=== block 1 ===
===== src/rtl/snn_pkg.sv =====
// Shared types and helpers for the spiking-neuron pipeline (LIF neuron and STDP stage).
package snn_pkg;

    localparam int unsigned NUM_PRE_DEFAULT = 4;
    localparam int unsigned W_WIDTH_DEFAULT = 4;
    localparam int unsigned V_WIDTH_DEFAULT = 8;
    localparam int unsigned SUM_WIDTH       = 6;

    typedef enum logic [0:0] {
        INTEGRATE  = 1'b0,
        REFRACTORY = 1'b1
    } lif_state_e;

    // Neuron 0 occupies the most significant weight nibble, neuron NUM_PRE-1 the least.
    function automatic logic [W_WIDTH_DEFAULT-1:0] weight_slice(
        input logic [NUM_PRE_DEFAULT*W_WIDTH_DEFAULT-1:0] w,
        input int unsigned                                idx
    );
        return w[(NUM_PRE_DEFAULT-1-idx)*W_WIDTH_DEFAULT +: W_WIDTH_DEFAULT];
    endfunction

endpackage


===== src/rtl/spike_weight_sum.sv =====
// Combinational masked adder: sums the weights of presynaptic inputs that spiked.
module spike_weight_sum
    import snn_pkg::*;
(
    input  logic [NUM_PRE_DEFAULT-1:0]                 pre_spike,
    input  logic [NUM_PRE_DEFAULT*W_WIDTH_DEFAULT-1:0] weight,
    output logic [SUM_WIDTH-1:0]                       sum
);

    // Accumulate the weight of every spiking input; no arbitration between inputs.
    always_comb begin
        sum = '0;
        for (int unsigned i = 0; i < NUM_PRE_DEFAULT; i++) begin
            if (pre_spike[i]) begin
                sum = sum + SUM_WIDTH'(weight_slice(weight, i));
            end
        end
    end

endmodule


===== src/rtl/lif_neuron.sv =====
// Leaky integrate-and-fire neuron: leaky membrane, threshold fire, refractory hold.
module lif_neuron #(
    parameter int unsigned NUM_PRE        = snn_pkg::NUM_PRE_DEFAULT,
    parameter int unsigned W_WIDTH        = snn_pkg::W_WIDTH_DEFAULT,
    parameter int unsigned V_WIDTH        = snn_pkg::V_WIDTH_DEFAULT,
    parameter int unsigned THRESHOLD      = 40,
    parameter int unsigned LEAK_SHIFT     = 3,
    parameter int unsigned REFRACT_CYCLES = 4
) (
    input  logic                       clk,
    input  logic                       rst,
    input  logic                       en,
    input  logic [NUM_PRE-1:0]         pre_spike,
    input  logic [NUM_PRE*W_WIDTH-1:0] weight,
    output logic                       post_spike,
    output logic [V_WIDTH-1:0]         membrane,
    output logic                       refractory,
    output logic [7:0]                 spike_count
);
    import snn_pkg::*;

    lif_state_e           state_q;
    logic [V_WIDTH-1:0]   membrane_q;
    logic                 post_spike_q;
    logic [3:0]           refr_cnt_q;
    logic [7:0]           spike_count_q;

    logic [SUM_WIDTH-1:0] sum;
    logic [V_WIDTH-1:0]   leak;
    logic [V_WIDTH:0]     v_wide;
    logic [V_WIDTH-1:0]   v_next_d;
    logic                 fire;

    spike_weight_sum u_sum (
        .pre_spike (pre_spike),
        .weight    (weight),
        .sum       (sum)
    );

    // Leak first, then add input; one spare bit catches overflow for saturation.
    always_comb begin
        leak     = membrane_q >> LEAK_SHIFT;
        v_wide   = {1'b0, membrane_q - leak} + (V_WIDTH+1)'(sum);
        v_next_d = v_wide[V_WIDTH] ? '1 : v_wide[V_WIDTH-1:0];
        fire     = (v_next_d >= V_WIDTH'(THRESHOLD));
    end

    // FSM with membrane, refractory counter and spike counter; post_spike self-clears.
    always_ff @(posedge clk) begin
        if (rst) begin
            state_q       <= INTEGRATE;
            membrane_q    <= '0;
            post_spike_q  <= 1'b0;
            refr_cnt_q    <= '0;
            spike_count_q <= '0;
        end else begin
            post_spike_q <= 1'b0;
            if (en) begin
                case (state_q)
                    INTEGRATE: begin
                        if (fire) begin
                            post_spike_q  <= 1'b1;
                            membrane_q    <= '0;
                            spike_count_q <= spike_count_q + 8'd1;
                            refr_cnt_q    <= 4'(REFRACT_CYCLES);
                            state_q       <= REFRACTORY;
                        end else begin
                            membrane_q <= v_next_d;
                        end
                    end
                    REFRACTORY: begin
                        membrane_q <= '0;
                        if (refr_cnt_q == 4'd1) begin
                            refr_cnt_q <= '0;
                            state_q    <= INTEGRATE;
                        end else begin
                            refr_cnt_q <= refr_cnt_q - 4'd1;
                        end
                    end
                    default: state_q <= INTEGRATE;
                endcase
            end
        end
    end

    assign post_spike  = post_spike_q;
    assign membrane    = membrane_q;
    assign refractory  = (state_q == REFRACTORY);
    assign spike_count = spike_count_q;

endmodule


===== config.mk =====
export PLATFORM = sky130hd
export DESIGN_NAME = lif_neuron
export DESIGN_NICKNAME = d
export VERILOG_FILES = /design/src/rtl/snn_pkg.sv /design/src/rtl/spike_weight_sum.sv /design/src/rtl/lif_neuron.sv
export SDC_FILE = /design/constraint.sdc
export NUM_CORES = 1
export LEC_CHECK = 0
export ABC_AREA = 1
export CAP_MARGIN = 10
export CORE_MARGIN = 3
export CORE_UTILIZATION = 35
export DETAILED_ROUTE_END_ITERATION = 16
export HOLD_SLACK_MARGIN = 0.12
export PLACE_DENSITY_LB_ADDON = 0.25
export SLEW_MARGIN = 10
export SYNTH_ARGS = -nofsm -noshare
export SYNTH_HDL_FRONTEND = slang
export SYNTH_SLANG_ARGS = --single-unit

===== constraint.sdc =====
create_clock -name clk -period 6.07 [get_ports clk]
set_input_delay 0.9105 -clock clk [delete_from_list [all_inputs] [get_ports clk]]
set_output_delay 0.9105 -clock clk [all_outputs]
set_load 0.005 [all_outputs]

=== block 2 ===
### config.mk
export PLATFORM = sky130hd
export DESIGN_NAME = multicycle_controller
export DESIGN_NICKNAME = d
export VERILOG_FILES = /design/src/rtl/multicycle_controller_pkg.sv /design/src/rtl/multicycle_controller_mem_wait_timer.sv /design/src/rtl/multicycle_controller.sv
export SDC_FILE = /design/constraint.sdc
export NUM_CORES = 1
export LEC_CHECK = 0
export ABC_CLOCK_PERIOD_IN_PS = 2600
export CAP_MARGIN = 20
export CORE_ASPECT_RATIO = 1.4
export CORE_UTILIZATION = 35
export CTS_CLUSTER_SIZE = 24
export DETAILED_ROUTE_END_ITERATION = 8
export MAX_ROUTING_LAYER = met4
export SYNTH_ARGS = -nofsm -noshare
export SYNTH_HDL_FRONTEND = slang
export SYNTH_SLANG_ARGS = --single-unit
### constraint.sdc
create_clock -name clk -period 2.6 [get_ports clk]
set_input_delay 0.52 -clock clk [delete_from_list [all_inputs] [get_ports clk]]
set_output_delay 0.52 -clock clk [all_outputs]
set_load 0.02 [all_outputs]
### src/rtl/multicycle_controller_pkg.sv
// Shared definitions for the multi-cycle control FSM: state encoding,
// opcode constants, ALU operation and PC source encodings.
package multicycle_controller_pkg;

    typedef enum logic [2:0] {
        ST_IDLE,
        ST_FETCH,
        ST_DECODE,
        ST_EXEC,
        ST_MEM,
        ST_WB,
        ST_HALT
    } state_t;

    localparam logic [5:0] OP_RTYPE = 6'h00;
    localparam logic [5:0] OP_ADDI  = 6'h10;
    localparam logic [5:0] OP_LW    = 6'h11;
    localparam logic [5:0] OP_SW    = 6'h12;
    localparam logic [5:0] OP_BEQ   = 6'h13;
    localparam logic [5:0] OP_HALT  = 6'h3F;

    localparam logic [2:0] ALU_ADD   = 3'd0;
    localparam logic [2:0] ALU_SUB   = 3'd1;
    localparam logic [2:0] ALU_FUNCT = 3'd2;

    localparam logic [1:0] PC_SEQ    = 2'd0;
    localparam logic [1:0] PC_BRANCH = 2'd1;

    // Opcodes that proceed from DECODE to EXEC.
    function automatic logic is_exec_op(input logic [5:0] op);
        return (op == OP_RTYPE) || (op == OP_ADDI) || (op == OP_LW) ||
               (op == OP_SW)    || (op == OP_BEQ);
    endfunction

endpackage

### src/rtl/multicycle_controller_mem_wait_timer.sv
// Memory wait timer shared by the FETCH and MEM waits.
//   clk, rst_n : core clock, synchronous active-low reset
//   clear      : restart the count (asserted on every state change)
//   en         : count this cycle (asserted while waiting on a memory)
//   expired    : this is the MEM_TO_W-th waiting cycle; never set when MEM_TO_W = 0
module mem_wait_timer #(
    parameter int unsigned MEM_TO_W = 16
) (
    input  logic clk,
    input  logic rst_n,
    input  logic clear,
    input  logic en,
    output logic expired
);

    localparam int unsigned TW = (MEM_TO_W > 2) ? $clog2(MEM_TO_W) : 1;

    logic [TW-1:0] cnt;

    always_ff @(posedge clk) begin
        if (!rst_n || clear) begin
            cnt <= '0;
        end else if (en) begin
            cnt <= cnt + TW'(1);
        end
    end

    // cnt holds (cycles already waited); the limit cycle is cnt == MEM_TO_W-1.
    assign expired = (MEM_TO_W != 0) && (cnt == TW'(MEM_TO_W - 1));

endmodule

### src/rtl/multicycle_controller.sv
// Multi-cycle control FSM: IDLE, FETCH, DECODE, EXEC, MEM, WB, HALT.
// Inputs : clk, rst_n (sync, active low), start, opcode[5:0] (from IR),
//          alu_zero, imem_ready, dmem_ready.
// Outputs: imem_req, ir_load, pc_en, pc_src[1:0], alu_src_imm, alu_op[2:0],
//          dmem_req, dmem_we, rf_we, rf_dst_sel, wb_sel, halted,
//          fault[1:0] (sticky: bit0 illegal opcode, bit1 memory timeout),
//          retired[CNT_W-1:0] (completed instruction count, wraps).
module multicycle_controller
    import multicycle_controller_pkg::*;
#(
    parameter int unsigned CNT_W    = 32,
    parameter int unsigned MEM_TO_W = 16
) (
    input  logic             clk,
    input  logic             rst_n,
    input  logic             start,
    input  logic [5:0]       opcode,
    input  logic             alu_zero,
    input  logic             imem_ready,
    input  logic             dmem_ready,
    output logic             imem_req,
    output logic             ir_load,
    output logic             pc_en,
    output logic [1:0]       pc_src,
    output logic             alu_src_imm,
    output logic [2:0]       alu_op,
    output logic             dmem_req,
    output logic             dmem_we,
    output logic             rf_we,
    output logic             rf_dst_sel,
    output logic             wb_sel,
    output logic             halted,
    output logic [1:0]       fault,
    output logic [CNT_W-1:0] retired
);

    state_t     state, state_d;
    logic       retire;
    logic [1:0] fault_set;
    logic       to_expired;

    // Any state change restarts the wait count, so each FETCH/MEM entry starts at zero.
    mem_wait_timer #(
        .MEM_TO_W (MEM_TO_W)
    ) u_timer (
        .clk     (clk),
        .rst_n   (rst_n),
        .clear   (state_d != state),
        .en      ((state == ST_FETCH) || (state == ST_MEM)),
        .expired (to_expired)
    );

    always_ff @(posedge clk) begin
        if (!rst_n) begin
            state   <= ST_IDLE;
            fault   <= '0;
            retired <= '0;
        end else begin
            state <= state_d;
            fault <= fault | fault_set;
            if (retire) begin
                retired <= retired + CNT_W'(1);
            end
        end
    end

    always_comb begin
        state_d     = state;
        retire      = 1'b0;
        fault_set   = '0;
        imem_req    = 1'b0;
        ir_load     = 1'b0;
        pc_en       = 1'b0;
        pc_src      = PC_SEQ;
        alu_src_imm = 1'b0;
        alu_op      = ALU_ADD;
        dmem_req    = 1'b0;
        dmem_we     = 1'b0;
        rf_we       = 1'b0;
        rf_dst_sel  = 1'b0;
        wb_sel      = 1'b0;
        halted      = 1'b0;

        case (state)
            ST_IDLE: begin
                if (start) begin
                    state_d = ST_FETCH;
                end
            end
            ST_FETCH: begin
                imem_req = 1'b1;
                // Ready takes priority over the timeout on the limit cycle.
                if (imem_ready) begin
                    ir_load = 1'b1;
                    pc_en   = 1'b1;
                    pc_src  = PC_SEQ;
                    state_d = ST_DECODE;
                end else if (to_expired) begin
                    fault_set[1] = 1'b1;
                    state_d      = ST_HALT;
                end
            end
            ST_DECODE: begin
                if (opcode == OP_HALT) begin
                    state_d = ST_HALT;
                end else if (is_exec_op(opcode)) begin
                    state_d = ST_EXEC;
                end else begin
                    fault_set[0] = 1'b1;
                    state_d      = ST_FETCH;
                end
            end
            ST_EXEC: begin
                alu_src_imm = opcode[4];
                if (opcode == OP_RTYPE) begin
                    alu_op = ALU_FUNCT;
                end else if (opcode == OP_BEQ) begin
                    alu_op = ALU_SUB;
                end
                if ((opcode == OP_LW) || (opcode == OP_SW)) begin
                    state_d = ST_MEM;
                end else if (opcode == OP_BEQ) begin
                    if (alu_zero) begin
                        pc_en  = 1'b1;
                        pc_src = PC_BRANCH;
                    end
                    retire  = 1'b1;
                    state_d = ST_FETCH;
                end else begin
                    state_d = ST_WB;
                end
            end
            ST_MEM: begin
                dmem_req = 1'b1;
                dmem_we  = (opcode == OP_SW);
                if (dmem_ready) begin
                    if (opcode == OP_SW) begin
                        retire  = 1'b1;
                        state_d = ST_FETCH;
                    end else begin
                        state_d = ST_WB;
                    end
                end else if (to_expired) begin
                    fault_set[1] = 1'b1;
                    state_d      = ST_HALT;
                end
            end
            ST_WB: begin
                rf_we      = 1'b1;
                rf_dst_sel = opcode[4];
                wb_sel     = (opcode == OP_LW);
                retire     = 1'b1;
                state_d    = ST_FETCH;
            end
            ST_HALT: begin
                halted = 1'b1;
            end
            default: begin
                state_d = ST_IDLE;
            end
        endcase
    end

endmodule

=== block 3 ===
## src/rtl/store_pkg.sv

```systemverilog
// Shared types and encodings for the buffered store unit: funct3 codes, access
// sizes, fault causes and the queued store entry.
package store_pkg;

    localparam int unsigned XLEN_MAX = 64;

    localparam logic [2:0] F3_SB = 3'b000;
    localparam logic [2:0] F3_SH = 3'b001;
    localparam logic [2:0] F3_SW = 3'b010;
    localparam logic [2:0] F3_SD = 3'b011;

    typedef enum logic [2:0] {
        SZ_NONE = 3'b000,
        SZ_B    = 3'b001,
        SZ_H    = 3'b010,
        SZ_W    = 3'b011,
        SZ_D    = 3'b100
    } size_e;

    typedef enum logic [1:0] {
        EXC_NONE     = 2'b00,
        EXC_MISALIGN = 2'b01,
        EXC_ILLEGAL  = 2'b10
    } exc_cause_e;

    // Fields are sized for the widest datapath; narrower builds zero-extend.
    typedef struct packed {
        logic [XLEN_MAX-1:0]   addr;
        logic [XLEN_MAX-1:0]   wdata;
        logic [XLEN_MAX/8-1:0] wstrb;
        size_e                 size;
    } store_entry_t;

    function automatic logic [7:0] size_mask(input size_e sz);
        logic [7:0] m;
        case (sz)
            SZ_B:    m = 8'h01;
            SZ_H:    m = 8'h03;
            SZ_W:    m = 8'h0F;
            SZ_D:    m = 8'hFF;
            default: m = 8'h00;
        endcase
        return m;
    endfunction

endpackage

```

## src/rtl/store_align.sv

```systemverilog
// Combinational store decode: effective address, access size, lane-aligned data
// and byte strobes, plus funct3 legality and alignment fault detection.
module store_align
    import store_pkg::*;
#(
    parameter int unsigned XLEN = 32
) (
    input  logic [XLEN-1:0] src1_i,
    input  logic [XLEN-1:0] src2_i,
    input  logic [2:0]      funct3_i,
    input  logic [11:0]     imm12_i,
    output store_entry_t    entry_o,
    output logic            fault_o,
    output exc_cause_e      cause_o,
    output logic [XLEN-1:0] addr_o
);

    localparam int unsigned OFF_W = (XLEN == 64) ? 3 : 2;

    logic [XLEN-1:0]  addr;
    logic [OFF_W-1:0] off;
    size_e            size;
    logic             illegal;
    logic             misalign;
    logic [7:0]       mask8;
    logic [7:0]       strb;
    logic [XLEN-1:0]  data_mask;
    logic [XLEN-1:0]  wdata;

    assign addr = src1_i + {{(XLEN-12){imm12_i[11]}}, imm12_i};
    assign off  = addr[OFF_W-1:0];

    always_comb begin
        size    = SZ_NONE;
        illegal = 1'b0;
        case (funct3_i)
            F3_SB: size = SZ_B;
            F3_SH: size = SZ_H;
            F3_SW: size = SZ_W;
            F3_SD: begin
                if (XLEN == 64) size = SZ_D;
                else            illegal = 1'b1;
            end
            default: illegal = 1'b1;
        endcase
    end

    always_comb begin
        misalign = 1'b0;
        case (size)
            SZ_H:    misalign = addr[0];
            SZ_W:    misalign = (addr[1:0] != 2'b00);
            SZ_D:    misalign = (addr[2:0] != 3'b000);
            default: misalign = 1'b0;
        endcase
    end

    assign mask8 = size_mask(size);
    assign strb  = mask8 << off;

    always_comb begin
        data_mask = '0;
        for (int unsigned b = 0; b < XLEN/8; b++) begin
            data_mask[b*8 +: 8] = {8{mask8[b]}};
        end
    end

    assign wdata = (src2_i & data_mask) << {off, 3'b000};

    always_comb begin
        entry_o       = '0;
        entry_o.addr  = XLEN_MAX'(addr);
        entry_o.wdata = XLEN_MAX'(wdata);
        entry_o.wstrb = strb;
        entry_o.size  = size;
    end

    assign fault_o = illegal | misalign;
    assign cause_o = illegal  ? EXC_ILLEGAL  :
                     misalign ? EXC_MISALIGN : EXC_NONE;
    assign addr_o  = addr;

endmodule

```

## src/rtl/store_queue.sv

```systemverilog
// Buffered store unit: decodes stores, reports faults as a one-cycle pulse and
// drains legal stores in order from a DEPTH-entry FIFO to the memory port.
module store_queue
    import store_pkg::*;
#(
    parameter int unsigned XLEN  = 32,
    parameter int unsigned DEPTH = 4,
    parameter int unsigned CNT_W = $clog2(DEPTH+1)
) (
    input  logic              clk,
    input  logic              rst,
    input  logic              in_valid,
    output logic              in_ready,
    input  logic [XLEN-1:0]   src1_data,
    input  logic [XLEN-1:0]   src2_data,
    input  logic [2:0]        funct3,
    input  logic [11:0]       imm12,
    output logic              exc_valid,
    output logic [1:0]        exc_cause,
    output logic [XLEN-1:0]   exc_addr,
    output logic              mem_valid,
    input  logic              mem_ready,
    output logic [XLEN-1:0]   mem_addr,
    output logic [XLEN-1:0]   mem_wdata,
    output logic [XLEN/8-1:0] mem_wstrb,
    output logic [2:0]        mem_size,
    output logic [CNT_W-1:0]  count,
    output logic              empty,
    output logic              full
);

    localparam int unsigned PTR_W = (DEPTH > 1) ? $clog2(DEPTH) : 1;
    localparam logic [PTR_W-1:0] PTR_ONE = PTR_W'(1);
    localparam logic [CNT_W-1:0] CNT_ONE = CNT_W'(1);
    localparam logic [CNT_W-1:0] CNT_MAX = CNT_W'(DEPTH);

    store_entry_t    new_entry;
    logic            fault;
    exc_cause_e      cause;
    logic [XLEN-1:0] fault_addr;

    store_align #(.XLEN(XLEN)) u_align (
        .src1_i   (src1_data),
        .src2_i   (src2_data),
        .funct3_i (funct3),
        .imm12_i  (imm12),
        .entry_o  (new_entry),
        .fault_o  (fault),
        .cause_o  (cause),
        .addr_o   (fault_addr)
    );

    store_entry_t     fifo_q [DEPTH];
    logic [PTR_W-1:0] wr_ptr_q, wr_ptr_d;
    logic [PTR_W-1:0] rd_ptr_q, rd_ptr_d;
    logic [CNT_W-1:0] count_q, count_d;
    logic             exc_valid_q, exc_valid_d;
    exc_cause_e       exc_cause_q, exc_cause_d;
    logic [XLEN-1:0]  exc_addr_q, exc_addr_d;

    logic         accept;
    logic         enq;
    logic         deq;
    store_entry_t head;

    // in_ready depends only on full, so a same-cycle dequeue never frees a slot.
    assign in_ready = (count_q != CNT_MAX);
    assign accept   = in_valid & in_ready;
    assign enq      = accept & ~fault;
    assign deq      = mem_valid & mem_ready;

    always_comb begin
        wr_ptr_d    = wr_ptr_q;
        rd_ptr_d    = rd_ptr_q;
        count_d     = count_q;
        exc_valid_d = accept & fault;
        exc_cause_d = exc_cause_q;
        exc_addr_d  = exc_addr_q;
        if (enq) wr_ptr_d = wr_ptr_q + PTR_ONE;
        if (deq) rd_ptr_d = rd_ptr_q + PTR_ONE;
        case ({enq, deq})
            2'b10:   count_d = count_q + CNT_ONE;
            2'b01:   count_d = count_q - CNT_ONE;
            default: count_d = count_q;
        endcase
        if (accept && fault) begin
            exc_cause_d = cause;
            exc_addr_d  = fault_addr;
        end
    end

    always_ff @(posedge clk or posedge rst) begin
        if (rst) begin
            wr_ptr_q    <= '0;
            rd_ptr_q    <= '0;
            count_q     <= '0;
            exc_valid_q <= 1'b0;
            exc_cause_q <= EXC_NONE;
            exc_addr_q  <= '0;
        end else begin
            wr_ptr_q    <= wr_ptr_d;
            rd_ptr_q    <= rd_ptr_d;
            count_q     <= count_d;
            exc_valid_q <= exc_valid_d;
            exc_cause_q <= exc_cause_d;
            exc_addr_q  <= exc_addr_d;
        end
    end

    always_ff @(posedge clk) begin
        if (enq) fifo_q[wr_ptr_q] <= new_entry;
    end

    assign head = fifo_q[rd_ptr_q];

    // Storage is not reset; gating with mem_valid keeps the port at zero when idle.
    assign mem_valid = (count_q != '0);
    assign mem_addr  = mem_valid ? head.addr[XLEN-1:0]    : '0;
    assign mem_wdata = mem_valid ? head.wdata[XLEN-1:0]   : '0;
    assign mem_wstrb = mem_valid ? head.wstrb[XLEN/8-1:0] : '0;
    assign mem_size  = mem_valid ? head.size              : SZ_NONE;

    assign exc_valid = exc_valid_q;
    assign exc_cause = exc_cause_q;
    assign exc_addr  = exc_addr_q;

    assign count = count_q;
    assign empty = (count_q == '0);
    assign full  = (count_q == CNT_MAX);

    generate
        if (XLEN < XLEN_MAX) begin : g_narrow
            logic unused_hi;
            assign unused_hi = ^{head.addr[XLEN_MAX-1:XLEN],
                                 head.wdata[XLEN_MAX-1:XLEN],
                                 head.wstrb[XLEN_MAX/8-1:XLEN/8]};
        end
    endgenerate

endmodule

```

## config.mk

```make
export PLATFORM = sky130hd
export DESIGN_NAME = store_queue
export DESIGN_NICKNAME = d
export VERILOG_FILES = /design/src/rtl/store_pkg.sv /design/src/rtl/store_align.sv /design/src/rtl/store_queue.sv
export SDC_FILE = /design/constraint.sdc
export NUM_CORES = 1
export LEC_CHECK = 0
export ABC_CLOCK_PERIOD_IN_PS = 9700
export CAP_MARGIN = 20
export CORE_ASPECT_RATIO = 1.25
export CORE_UTILIZATION = 35
export CTS_CLUSTER_DIAMETER = 150
export DETAILED_ROUTE_END_ITERATION = 10
export GPL_ROUTABILITY_DRIVEN = 0
export PLACE_DENSITY = 0.56
export SYNTH_ARGS = -nofsm -noshare
export SYNTH_HDL_FRONTEND = slang
export SYNTH_SLANG_ARGS = --single-unit
```

## constraint.sdc

```tcl
create_clock -name clk -period 9.7 [get_ports clk]
set_input_delay 0.97 -clock clk [delete_from_list [all_inputs] [get_ports clk]]
set_output_delay 0.97 -clock clk [all_outputs]
set_load 0.05 [all_outputs]
```

=== block 4 ===
File: config.mk
export PLATFORM = sky130hd
export DESIGN_NAME = lcg_stim_gen_flat
export DESIGN_NICKNAME = d
export VERILOG_FILES = /design/src/rtl/lcg_stim_gen_if.sv /design/src/rtl/lcg_stim_gen.sv /design/src/flat_wrapper.sv
export SDC_FILE = /design/constraint.sdc
export NUM_CORES = 1
export LEC_CHECK = 0
export ABC_AREA = 1
export CAP_MARGIN = 20
export CELL_PAD_IN_SITES_DETAIL_PLACEMENT = 1
export CELL_PAD_IN_SITES_GLOBAL_PLACEMENT = 2
export CORE_AREA = 4 4 281 283
export CTS_BUF_LIST = sky130_fd_sc_hd__clkbuf_4 sky130_fd_sc_hd__clkbuf_8 sky130_fd_sc_hd__clkbuf_16
export DETAILED_ROUTE_END_ITERATION = 16
export DIE_AREA = 0 0 285 287
export PLACE_DENSITY_LB_ADDON = 0.1
export SLEW_MARGIN = 15
export SYNTH_ARGS = -nofsm -noshare
export SYNTH_HDL_FRONTEND = slang
export SYNTH_SLANG_ARGS = --single-unit
File: constraint.sdc
create_clock -name clk -period 12.65 [get_ports clk]
set_input_delay 3.1625 -clock clk [delete_from_list [all_inputs] [get_ports clk]]
set_output_delay 3.1625 -clock clk [all_outputs]
set_load 0.005 [all_outputs]
File: src/rtl/lcg_stim_gen_if.sv
// Vector delivery bus between the LCG stimulus source and its consumer.
// Handshake: a vector moves on a rising edge where vec_valid && vec_ready;
// while vec_valid is high and vec_ready is low, vec_data and vec_valid hold.
interface lcg_stim_gen_if #(
   parameter int OUT_W = 135
);
   logic             vec_valid;
   logic             vec_ready;
   logic [OUT_W-1:0] vec_data;

   modport master (
      output vec_valid,
      output vec_data,
      input  vec_ready
   );

   modport slave (
      input  vec_valid,
      input  vec_data,
      output vec_ready
   );
endinterface

File: src/rtl/lcg_stim_gen.sv
// LCG stimulus source: builds OUT_W-bit vectors from consecutive 32-bit LCG
// words (LSB word first) with one shared multiplier, one word per cycle, and
// presents each vector over a valid/ready handshake.
module lcg_stim_gen #(
   parameter int          OUT_W = 135,
   parameter logic [31:0] SEED  = 32'd4105558988
) (
   input  logic        clk,
   input  logic        rst_n,
   input  logic        seed_load,
   input  logic [31:0] seed_in,
   input  logic        start,
   input  logic [31:0] num_vectors,
   lcg_stim_gen_if.master vec_if,
   output logic        busy,
   output logic        done,
   output logic [31:0] vec_count,
   output logic [1:0]  dbg_state
);

   localparam int          WORDS = (OUT_W + 31) / 32;
   localparam int          ASM_W = WORDS * 32;
   localparam int          KW    = (WORDS > 1) ? $clog2(WORDS) : 1;
   localparam logic [31:0] MULT  = 32'h41C6_4E6D;
   localparam logic [31:0] INC   = 32'h0000_3039;

   typedef enum logic [1:0] {
      S_IDLE    = 2'd0,
      S_GEN     = 2'd1,
      S_PRESENT = 2'd2,
      S_DONE    = 2'd3
   } state_e;

   state_e           state_q,     state_d;
   logic [31:0]      lcg_q,       lcg_d;
   logic [KW-1:0]    k_q,         k_d;
   logic [ASM_W-1:0] asm_q,       asm_d;
   logic [OUT_W-1:0] vec_data_q,  vec_data_d;
   logic             vec_valid_q, vec_valid_d;
   logic [31:0]      count_q,     count_d;
   logic [31:0]      num_q,       num_d;
   logic             busy_q,      busy_d;
   logic             done_q,      done_d;

   logic [31:0]      lcg_next;
   logic             more_left;

   // The single multiplier; only consumed while generating words.
   assign lcg_next = lcg_q * MULT + INC;

   // True when the vector being transferred is not the last of the run.
   assign more_left = ({1'b0, count_q} + 33'd1) < {1'b0, num_q};

   // Next-state, datapath and registered-output decode.
   always_comb begin
      state_d     = state_q;
      lcg_d       = lcg_q;
      k_d         = k_q;
      asm_d       = asm_q;
      vec_data_d  = vec_data_q;
      vec_valid_d = vec_valid_q;
      count_d     = count_q;
      num_d       = num_q;
      case (state_q)
         S_IDLE, S_DONE: begin
            // Seed first, so a simultaneous start runs from the new seed.
            if (seed_load) lcg_d = seed_in;
            if (start) begin
               num_d   = num_vectors;
               count_d = '0;
               k_d     = '0;
               state_d = (num_vectors == 32'd0) ? S_DONE : S_GEN;
            end
         end
         S_GEN: begin
            lcg_d = lcg_next;
            for (int w = 0; w < WORDS; w++) begin
               if (k_q == KW'(w)) asm_d[32*w +: 32] = lcg_next;
            end
            if (k_q == KW'(WORDS - 1)) begin
               // Upper bits of the last word fall off in the truncation.
               vec_data_d  = asm_d[OUT_W-1:0];
               vec_valid_d = 1'b1;
               state_d     = S_PRESENT;
            end else begin
               k_d = k_q + KW'(1);
            end
         end
         S_PRESENT: begin
            if (vec_valid_q && vec_if.vec_ready) begin
               count_d     = count_q + 32'd1;
               vec_valid_d = 1'b0;
               k_d         = '0;
               state_d     = more_left ? S_GEN : S_DONE;
            end
         end
         default: state_d = S_IDLE;
      endcase
      busy_d = (state_d == S_GEN) || (state_d == S_PRESENT);
      done_d = (state_d == S_DONE);
   end

   // State and datapath registers; reset discards any partial vector.
   always_ff @(posedge clk or negedge rst_n) begin
      if (!rst_n) begin
         state_q     <= S_IDLE;
         lcg_q       <= SEED;
         k_q         <= '0;
         asm_q       <= '0;
         vec_data_q  <= '0;
         vec_valid_q <= 1'b0;
         count_q     <= '0;
         num_q       <= '0;
         busy_q      <= 1'b0;
         done_q      <= 1'b0;
      end else begin
         state_q     <= state_d;
         lcg_q       <= lcg_d;
         k_q         <= k_d;
         asm_q       <= asm_d;
         vec_data_q  <= vec_data_d;
         vec_valid_q <= vec_valid_d;
         count_q     <= count_d;
         num_q       <= num_d;
         busy_q      <= busy_d;
         done_q      <= done_d;
      end
   end

   assign vec_if.vec_valid = vec_valid_q;
   assign vec_if.vec_data  = vec_data_q;
   assign busy             = busy_q;
   assign done             = done_q;
   assign vec_count        = count_q;
   assign dbg_state        = state_q;

endmodule

File: src/flat_wrapper.sv
// flat-port wrapper written by rule: the top's interface ports become plain ports
module lcg_stim_gen_flat 
#(
   parameter int          OUT_W = 135,
   parameter logic [31:0] SEED  = 32'd4105558988
)
  (clk, rst_n, seed_load, seed_in, start, num_vectors, busy, done, vec_count, dbg_state, vec_if_vec_valid, vec_if_vec_data, vec_if_vec_ready);
  lcg_stim_gen_if #(.OUT_W(OUT_W)) vec_if_i ();
  input  logic clk;
  input  logic rst_n;
  input  logic seed_load;
  input  logic [31:0] seed_in;
  input  logic start;
  input  logic [31:0] num_vectors;
  output logic busy;
  output logic done;
  output logic [31:0] vec_count;
  output logic [1:0] dbg_state;
  output wire logic [$bits(vec_if_i.vec_valid)-1:0] vec_if_vec_valid;
  output wire logic [$bits(vec_if_i.vec_data)-1:0] vec_if_vec_data;
  input wire logic [$bits(vec_if_i.vec_ready)-1:0] vec_if_vec_ready;
  assign vec_if_vec_valid = vec_if_i.vec_valid;
  assign vec_if_vec_data = vec_if_i.vec_data;
  assign vec_if_i.vec_ready = vec_if_vec_ready;
  lcg_stim_gen #(.OUT_W(OUT_W), .SEED(SEED)) u_core (.clk(clk), .rst_n(rst_n), .seed_load(seed_load), .seed_in(seed_in), .start(start), .num_vectors(num_vectors), .vec_if(vec_if_i), .busy(busy), .done(done), .vec_count(vec_count), .dbg_state(dbg_state));
endmodule
block_4/layer_met1.png
Scale bar: 100 um.
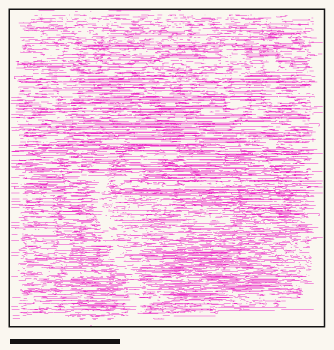
longest straight run = 137 um
nets with wire on the layer = 3726
share of all routed wire = 46%
main direction = horizontal
aggregate routed wire length: 99310 um
detailed-route via count: 22080
met1 track utilization from global routing: 33.10%

block_4/clocks.png
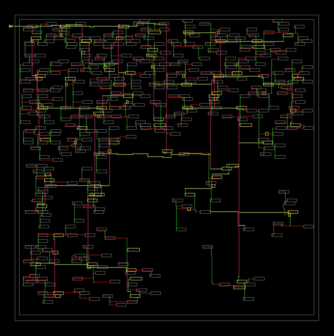
clock buffer count from CTS: 48
clock sink count: 367

==> impl_metrics.xml, block 4 <==
<?xml version="1.0" encoding="UTF-8"?>
<metrics>
  <group name="final_timing">
    <metric name="setup-violations-final" unit="">0</metric>
    <metric name="whs" unit="ns">0.4747</metric>
    <metric name="hold_viol_final" unit="">0</metric>
  </group>
  <group name="cells_and_area">
    <metric name="largest_register_ff_count" unit="">135</metric>
    <metric name="layout_top_cells_excl_fill_tap" unit="">sky130_fd_sc_hd__nand2_1, sky130_fd_sc_hd__inv_1, sky130_fd_sc_hd__dfrtp_1, sky130_fd_sc_hd__o21ai_0, sky130_fd_sc_hd__ha_1</metric>
    <metric name="num-nets-final" unit="">3901</metric>
    <metric name="antenna_cells" unit="">0</metric>
    <metric name="flop_area" unit="um^2">9209</metric>
    <metric name="area_growth" unit="%">19.66</metric>
  </group>
  <group name="worst_setup_path">
    <metric name="crit_chain" unit="">buf_4, inv_1, ha_1, inv_1, ha_1, inv_1, fa_1, inv_1, fa_1, ha_1, ha_1, fa_1, inv_1, fa_1, inv_1, ha_1, a21o_1, nor2_1, o211ai_2, xnor2_1, o21ai_0, mux2_2</metric>
    <metric name="category_of_cells_accounting_for_the_largest_share_of_critical_path_delay" unit="">adder cells</metric>
    <metric name="crit_top_cell" unit="">sky130_fd_sc_hd__inv_1</metric>
  </group>
  <group name="drt">
    <metric name="drc" unit="">0</metric>
  </group>
  <group name="yosys">
    <metric name="avgSynthCellArea" unit="um^2">8.349</metric>
    <metric name="synth_dominant_cell_count" unit="">sky130_fd_sc_hd__nand2_1</metric>
    <metric name="synthAdderAreaFrac" unit="%">25.66</metric>
  </group>
  <group name="job">
    <metric name="max_cap_violations" unit="">0</metric>
  </group>
  <group name="clocking">
    <metric name="clock_tree_from_tritoncts" unit="">done</metric>
  </group>
  <group name="worst_hold_path">
    <metric name="worstHoldStart" unit="">u_core.asm_q[127]</metric>
  </group>
  <group name="placed_design">
    <metric name="finalWeightedCongestion" unit="">0.8960</metric>
  </group>
  <group name="run_status">
    <metric name="outcome" unit="">completed</metric>
  </group>
</metrics>
block_2/io_placement.png
Scale bar: 20 um. Pins as bars across the die edge, other pins in grey.
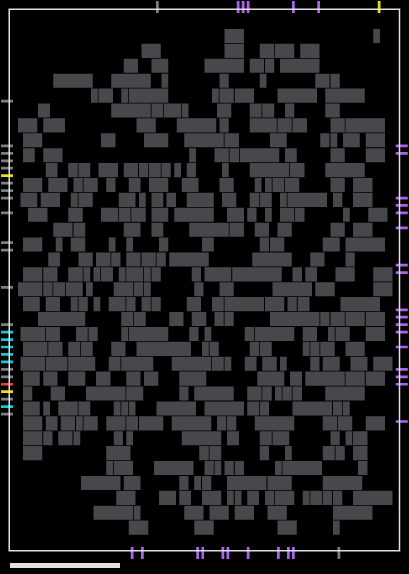
retired -> purple  # pins 32, direction output, edge 17 east, 10 south, 5 north
rf_we -> red  # pins 1, direction output, edge west
alu_op -> yellow  # pins 3, direction output, edge 2 west, 1 north
opcode -> cyan  # pins 6, direction input, edge west
Die X-Extent: 70.99 um
IO buf count: 58
y dimension of the die: 98.59 um

block_2/clocks.png
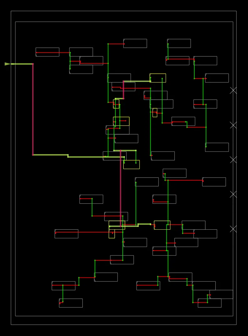
clkbuf count: 6
clk latency of the worst-skew pair: 0.30 ns
final sequential cell count: 41

==> impl_metrics.xml, block 2 <==
<?xml version="1.0" encoding="UTF-8"?>
<metrics>
  <group name="final_timing">
    <metric name="drv_slew" unit="">0</metric>
    <metric name="whs" unit="ns">0.4686</metric>
  </group>
  <group name="cells_and_area">
    <metric name="layout.area.top_class" unit="">multi-input combinational cells</metric>
    <metric name="antenna_cells" unit="">0</metric>
    <metric name="logic_area" unit="um^2">1440</metric>
    <metric name="nNonClkInverters" unit="">14</metric>
  </group>
  <group name="floorplanning">
    <metric name="design.core.area" unit="um^2">6339</metric>
    <metric name="floorplan.initialDensity" unit="%">36.79</metric>
  </group>
  <group name="job">
    <metric name="warnings" unit="">27</metric>
  </group>
  <group name="drt">
    <metric name="drc" unit="">5</metric>
    <metric name="route.detailed.vias_per_inst" unit="">5.691</metric>
  </group>
  <group name="grt">
    <metric name="global_route.usage.met2" unit="%">33.80</metric>
    <metric name="globalRouteOverflowTotal" unit="">0</metric>
    <metric name="gr-usage-met1" unit="%">21.28</metric>
    <metric name="groute.usage.overall" unit="%">18.98</metric>
  </group>
  <group name="yosys">
    <metric name="synthAdderAreaFrac" unit="%">1.073</metric>
    <metric name="share_of_synthesized_area_occupied_by_flip_flops_and_latches" unit="%">35.19</metric>
    <metric name="synth.top_cells.by_area" unit="">sky130_fd_sc_hd__dfxtp_1, sky130_fd_sc_hd__a21oi_1, sky130_fd_sc_hd__or4_1</metric>
  </group>
  <group name="clocking">
    <metric name="clkTransAtPathRegs" unit="ns">0.07</metric>
    <metric name="cts_hold_buffers" unit="">0</metric>
  </group>
  <group name="worst_setup_path">
    <metric name="crit-reg2reg-capture" unit="">retired[31]</metric>
    <metric name="reg2regPathDepth" unit="">5</metric>
    <metric name="startpoint_type" unit="">primary input</metric>
    <metric name="critical_path_start_end_classification" unit="">primary input to output pin</metric>
    <metric name="worst_path_max_fanout" unit="">7</metric>
    <metric name="cp.buffers_inverters" unit="">3</metric>
  </group>
  <group name="worst_hold_path">
    <metric name="whs_endpoint" unit="">fault[1]</metric>
  </group>
  <group name="run_status">
    <metric name="failed_checks" unit="">design-rule violations</metric>
    <metric name="outcome" unit="">complete, but fails checks</metric>
  </group>
</metrics>
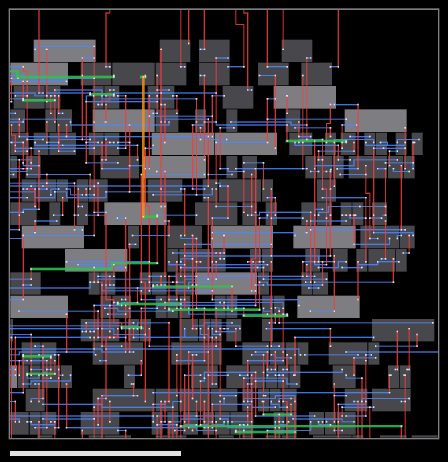
block_1/detail.png
Scale bar: 20 um. Region (18, 35) to (68, 85) um. Cells in grey, sequential cells in the stronger grey; small squares are vias.
metal 4 -> orange
metal 2 -> red
metal 3 -> green
metal 1 -> blue
netlist names of flops here include = membrane (5), spike_count (5), refr_cnt_q (4)
sequential cells in the window = 16
most frequent = nand2_1 (37), inv_1 (23)
cells with their middle in the window = 176

block_1/clocks.png
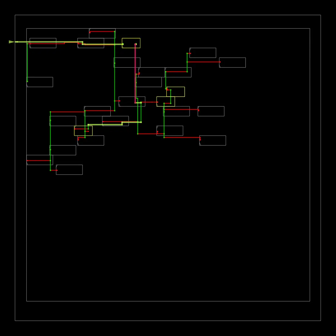
clock sink count: 22
Layout Skew: 0.001390 ns
clk latency of the worst-skew pair: 0.26 ns

==> impl_metrics.xml, block 1 <==
<?xml version="1.0" encoding="UTF-8"?>
<metrics>
  <group name="yosys">
    <metric name="synth_dominant_cell_count" unit="">sky130_fd_sc_hd__nand2_1</metric>
    <metric name="top_logic_kind" unit="">simple AND/OR/NAND/NOR gates</metric>
    <metric name="synth.cellmix.xorXnorShare" unit="%">8.343</metric>
    <metric name="synth.distinct_cells" unit="">29</metric>
  </group>
  <group name="worst_setup_path">
    <metric name="timing.critical_path.slowest_cell_delay" unit="ns">0.51</metric>
    <metric name="cp_data_arrival_time" unit="ns">5.74</metric>
  </group>
  <group name="cells_and_area">
    <metric name="logic_gates" unit="">257</metric>
    <metric name="layout_top_cells_excl_fill_tap" unit="">sky130_fd_sc_hd__nand2_1, sky130_fd_sc_hd__inv_1, sky130_fd_sc_hd__clkdlybuf4s50_1, sky130_fd_sc_hd__a21oi_1, sky130_fd_sc_hd__nand3_1</metric>
    <metric name="fin_util" unit="%">45.70</metric>
  </group>
  <group name="final_timing">
    <metric name="grt_setup_unrepaired" unit="">false</metric>
    <metric name="setup-violations-final" unit="">0</metric>
    <metric name="whs" unit="ns">0.4764</metric>
    <metric name="hold_viol_final" unit="">0</metric>
  </group>
  <group name="clocking">
    <metric name="clock_tree_from_tritoncts" unit="">done</metric>
    <metric name="cts_hold_buffers" unit="">0</metric>
  </group>
  <group name="drt">
    <metric name="routed-wl-met2" unit="um">2186</metric>
  </group>
  <group name="run_status">
    <metric name="outcome" unit="">completed</metric>
  </group>
  <group name="floorplanning">
    <metric name="die_w" unit="um">85.37</metric>
  </group>
  <group name="worst_hold_path">
    <metric name="whs_endpoint" unit="">refr_cnt_q[1]</metric>
  </group>
  <group name="grt">
    <metric name="groute.usage.overall" unit="%">14.31</metric>
  </group>
</metrics>
block_3/io_placement.png
Scale bar: 50 um. Pins as bars across the die edge, other pins in grey.
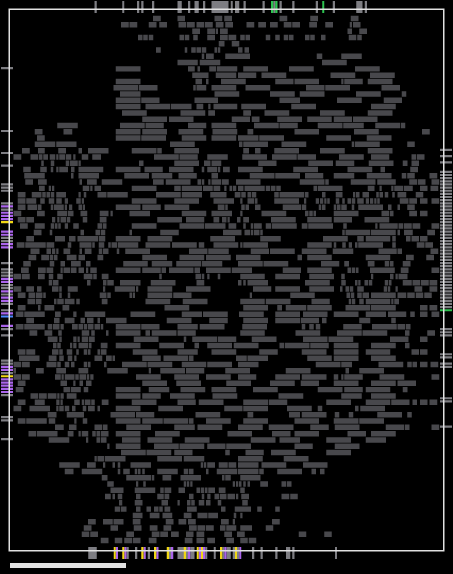
src1_data -> purple  # pins 32, direction input, edge 22 west, 10 south
exc_valid -> blue  # pins 1, direction output, edge west
mem_wstrb -> green  # pins 4, direction output, edge 3 north, 1 east
imm12 -> yellow  # pins 12, direction input, edge 10 south, 2 west
y dimension of the die: 233.5 um
Die X-Extent: 187.2 um
IO buf count: 194

==> impl_metrics.xml, block 3 <==
<?xml version="1.0" encoding="UTF-8"?>
<metrics>
  <group name="final_timing">
    <metric name="worst_clock_skew" unit="ns">0.02151</metric>
  </group>
  <group name="job">
    <metric name="warnings" unit="">29</metric>
  </group>
  <group name="floorplanning">
    <metric name="design.core.area" unit="um^2">42150</metric>
    <metric name="nWellTaps" unit="">559</metric>
  </group>
  <group name="cells_and_area">
    <metric name="buffers" unit="">209</metric>
  </group>
  <group name="grt">
    <metric name="pin_count_of_the_biggest_net_entering_global_routing" unit="">54</metric>
  </group>
  <group name="drt">
    <metric name="drt-initial-drc-count" unit="">649</metric>
    <metric name="drc" unit="">0</metric>
    <metric name="route.vias.total" unit="">9257</metric>
  </group>
  <group name="yosys">
    <metric name="top_logic_kind" unit="">multiplexers</metric>
    <metric name="yosysWarnings" unit="">0</metric>
  </group>
  <group name="run_status">
    <metric name="outcome" unit="">completed</metric>
  </group>
  <group name="worst_setup_path">
    <metric name="cp.buffers_inverters" unit="">2</metric>
  </group>
</metrics>

## Gallery

Sequential cells coloured by netlist name.
(a)
Scale bar: 20 um. Other cells in grey.
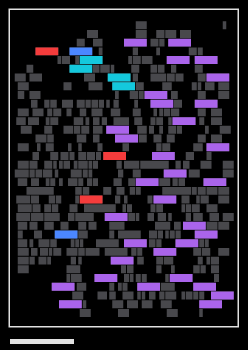
(b)
Scale bar: 100 um. Other sequential cells in the stronger grey, the rest of the logic in the fainter grey.
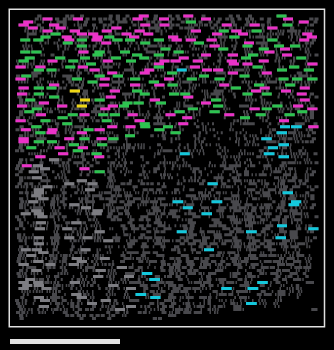
(c)
Scale bar: 50 um. Other sequential cells in the stronger grey, the rest of the logic in the fainter grey.
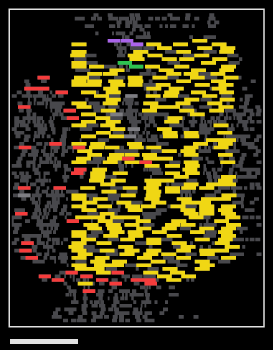
(d)
Scale bar: 20 um. Other sequential cells in the stronger grey, the rest of the logic in the fainter grey.
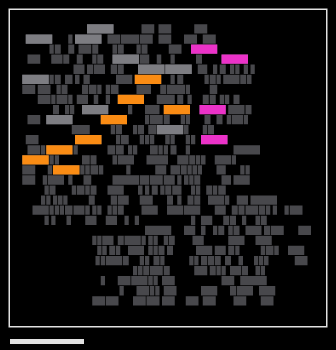
Of these, largest die: (b)
Of these, fewest sequential cells: (d)
| from | picture |
|---|---|
| block 1 | (d) |
| block 2 | (a) |
| block 3 | (c) |
| block 4 | (b) |



==> notes/layouts.md <==
Pictures saved along the way, in no particular order.

Metal 1.
picture 1
Scale bar: 20 um.
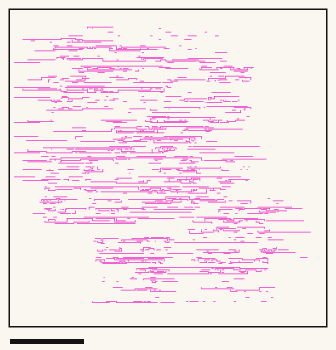
picture 2
Scale bar: 50 um.
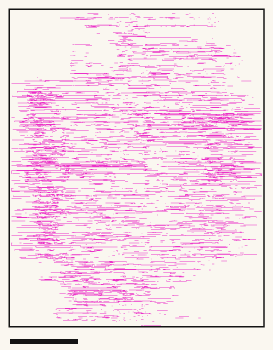
picture 3
Scale bar: 20 um.
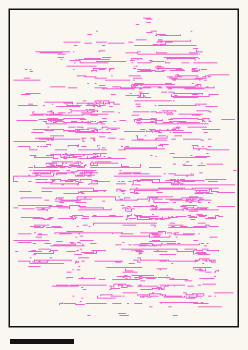
| picture | from |
|---|---|
| picture 1 | block 1 |
| picture 2 | block 3 |
| picture 3 | block 2 |

Key to picture 2:
main direction = horizontal
wire length on this layer = 15900 um
share of all routed wire = 42%
nets with wire on the layer = 1214

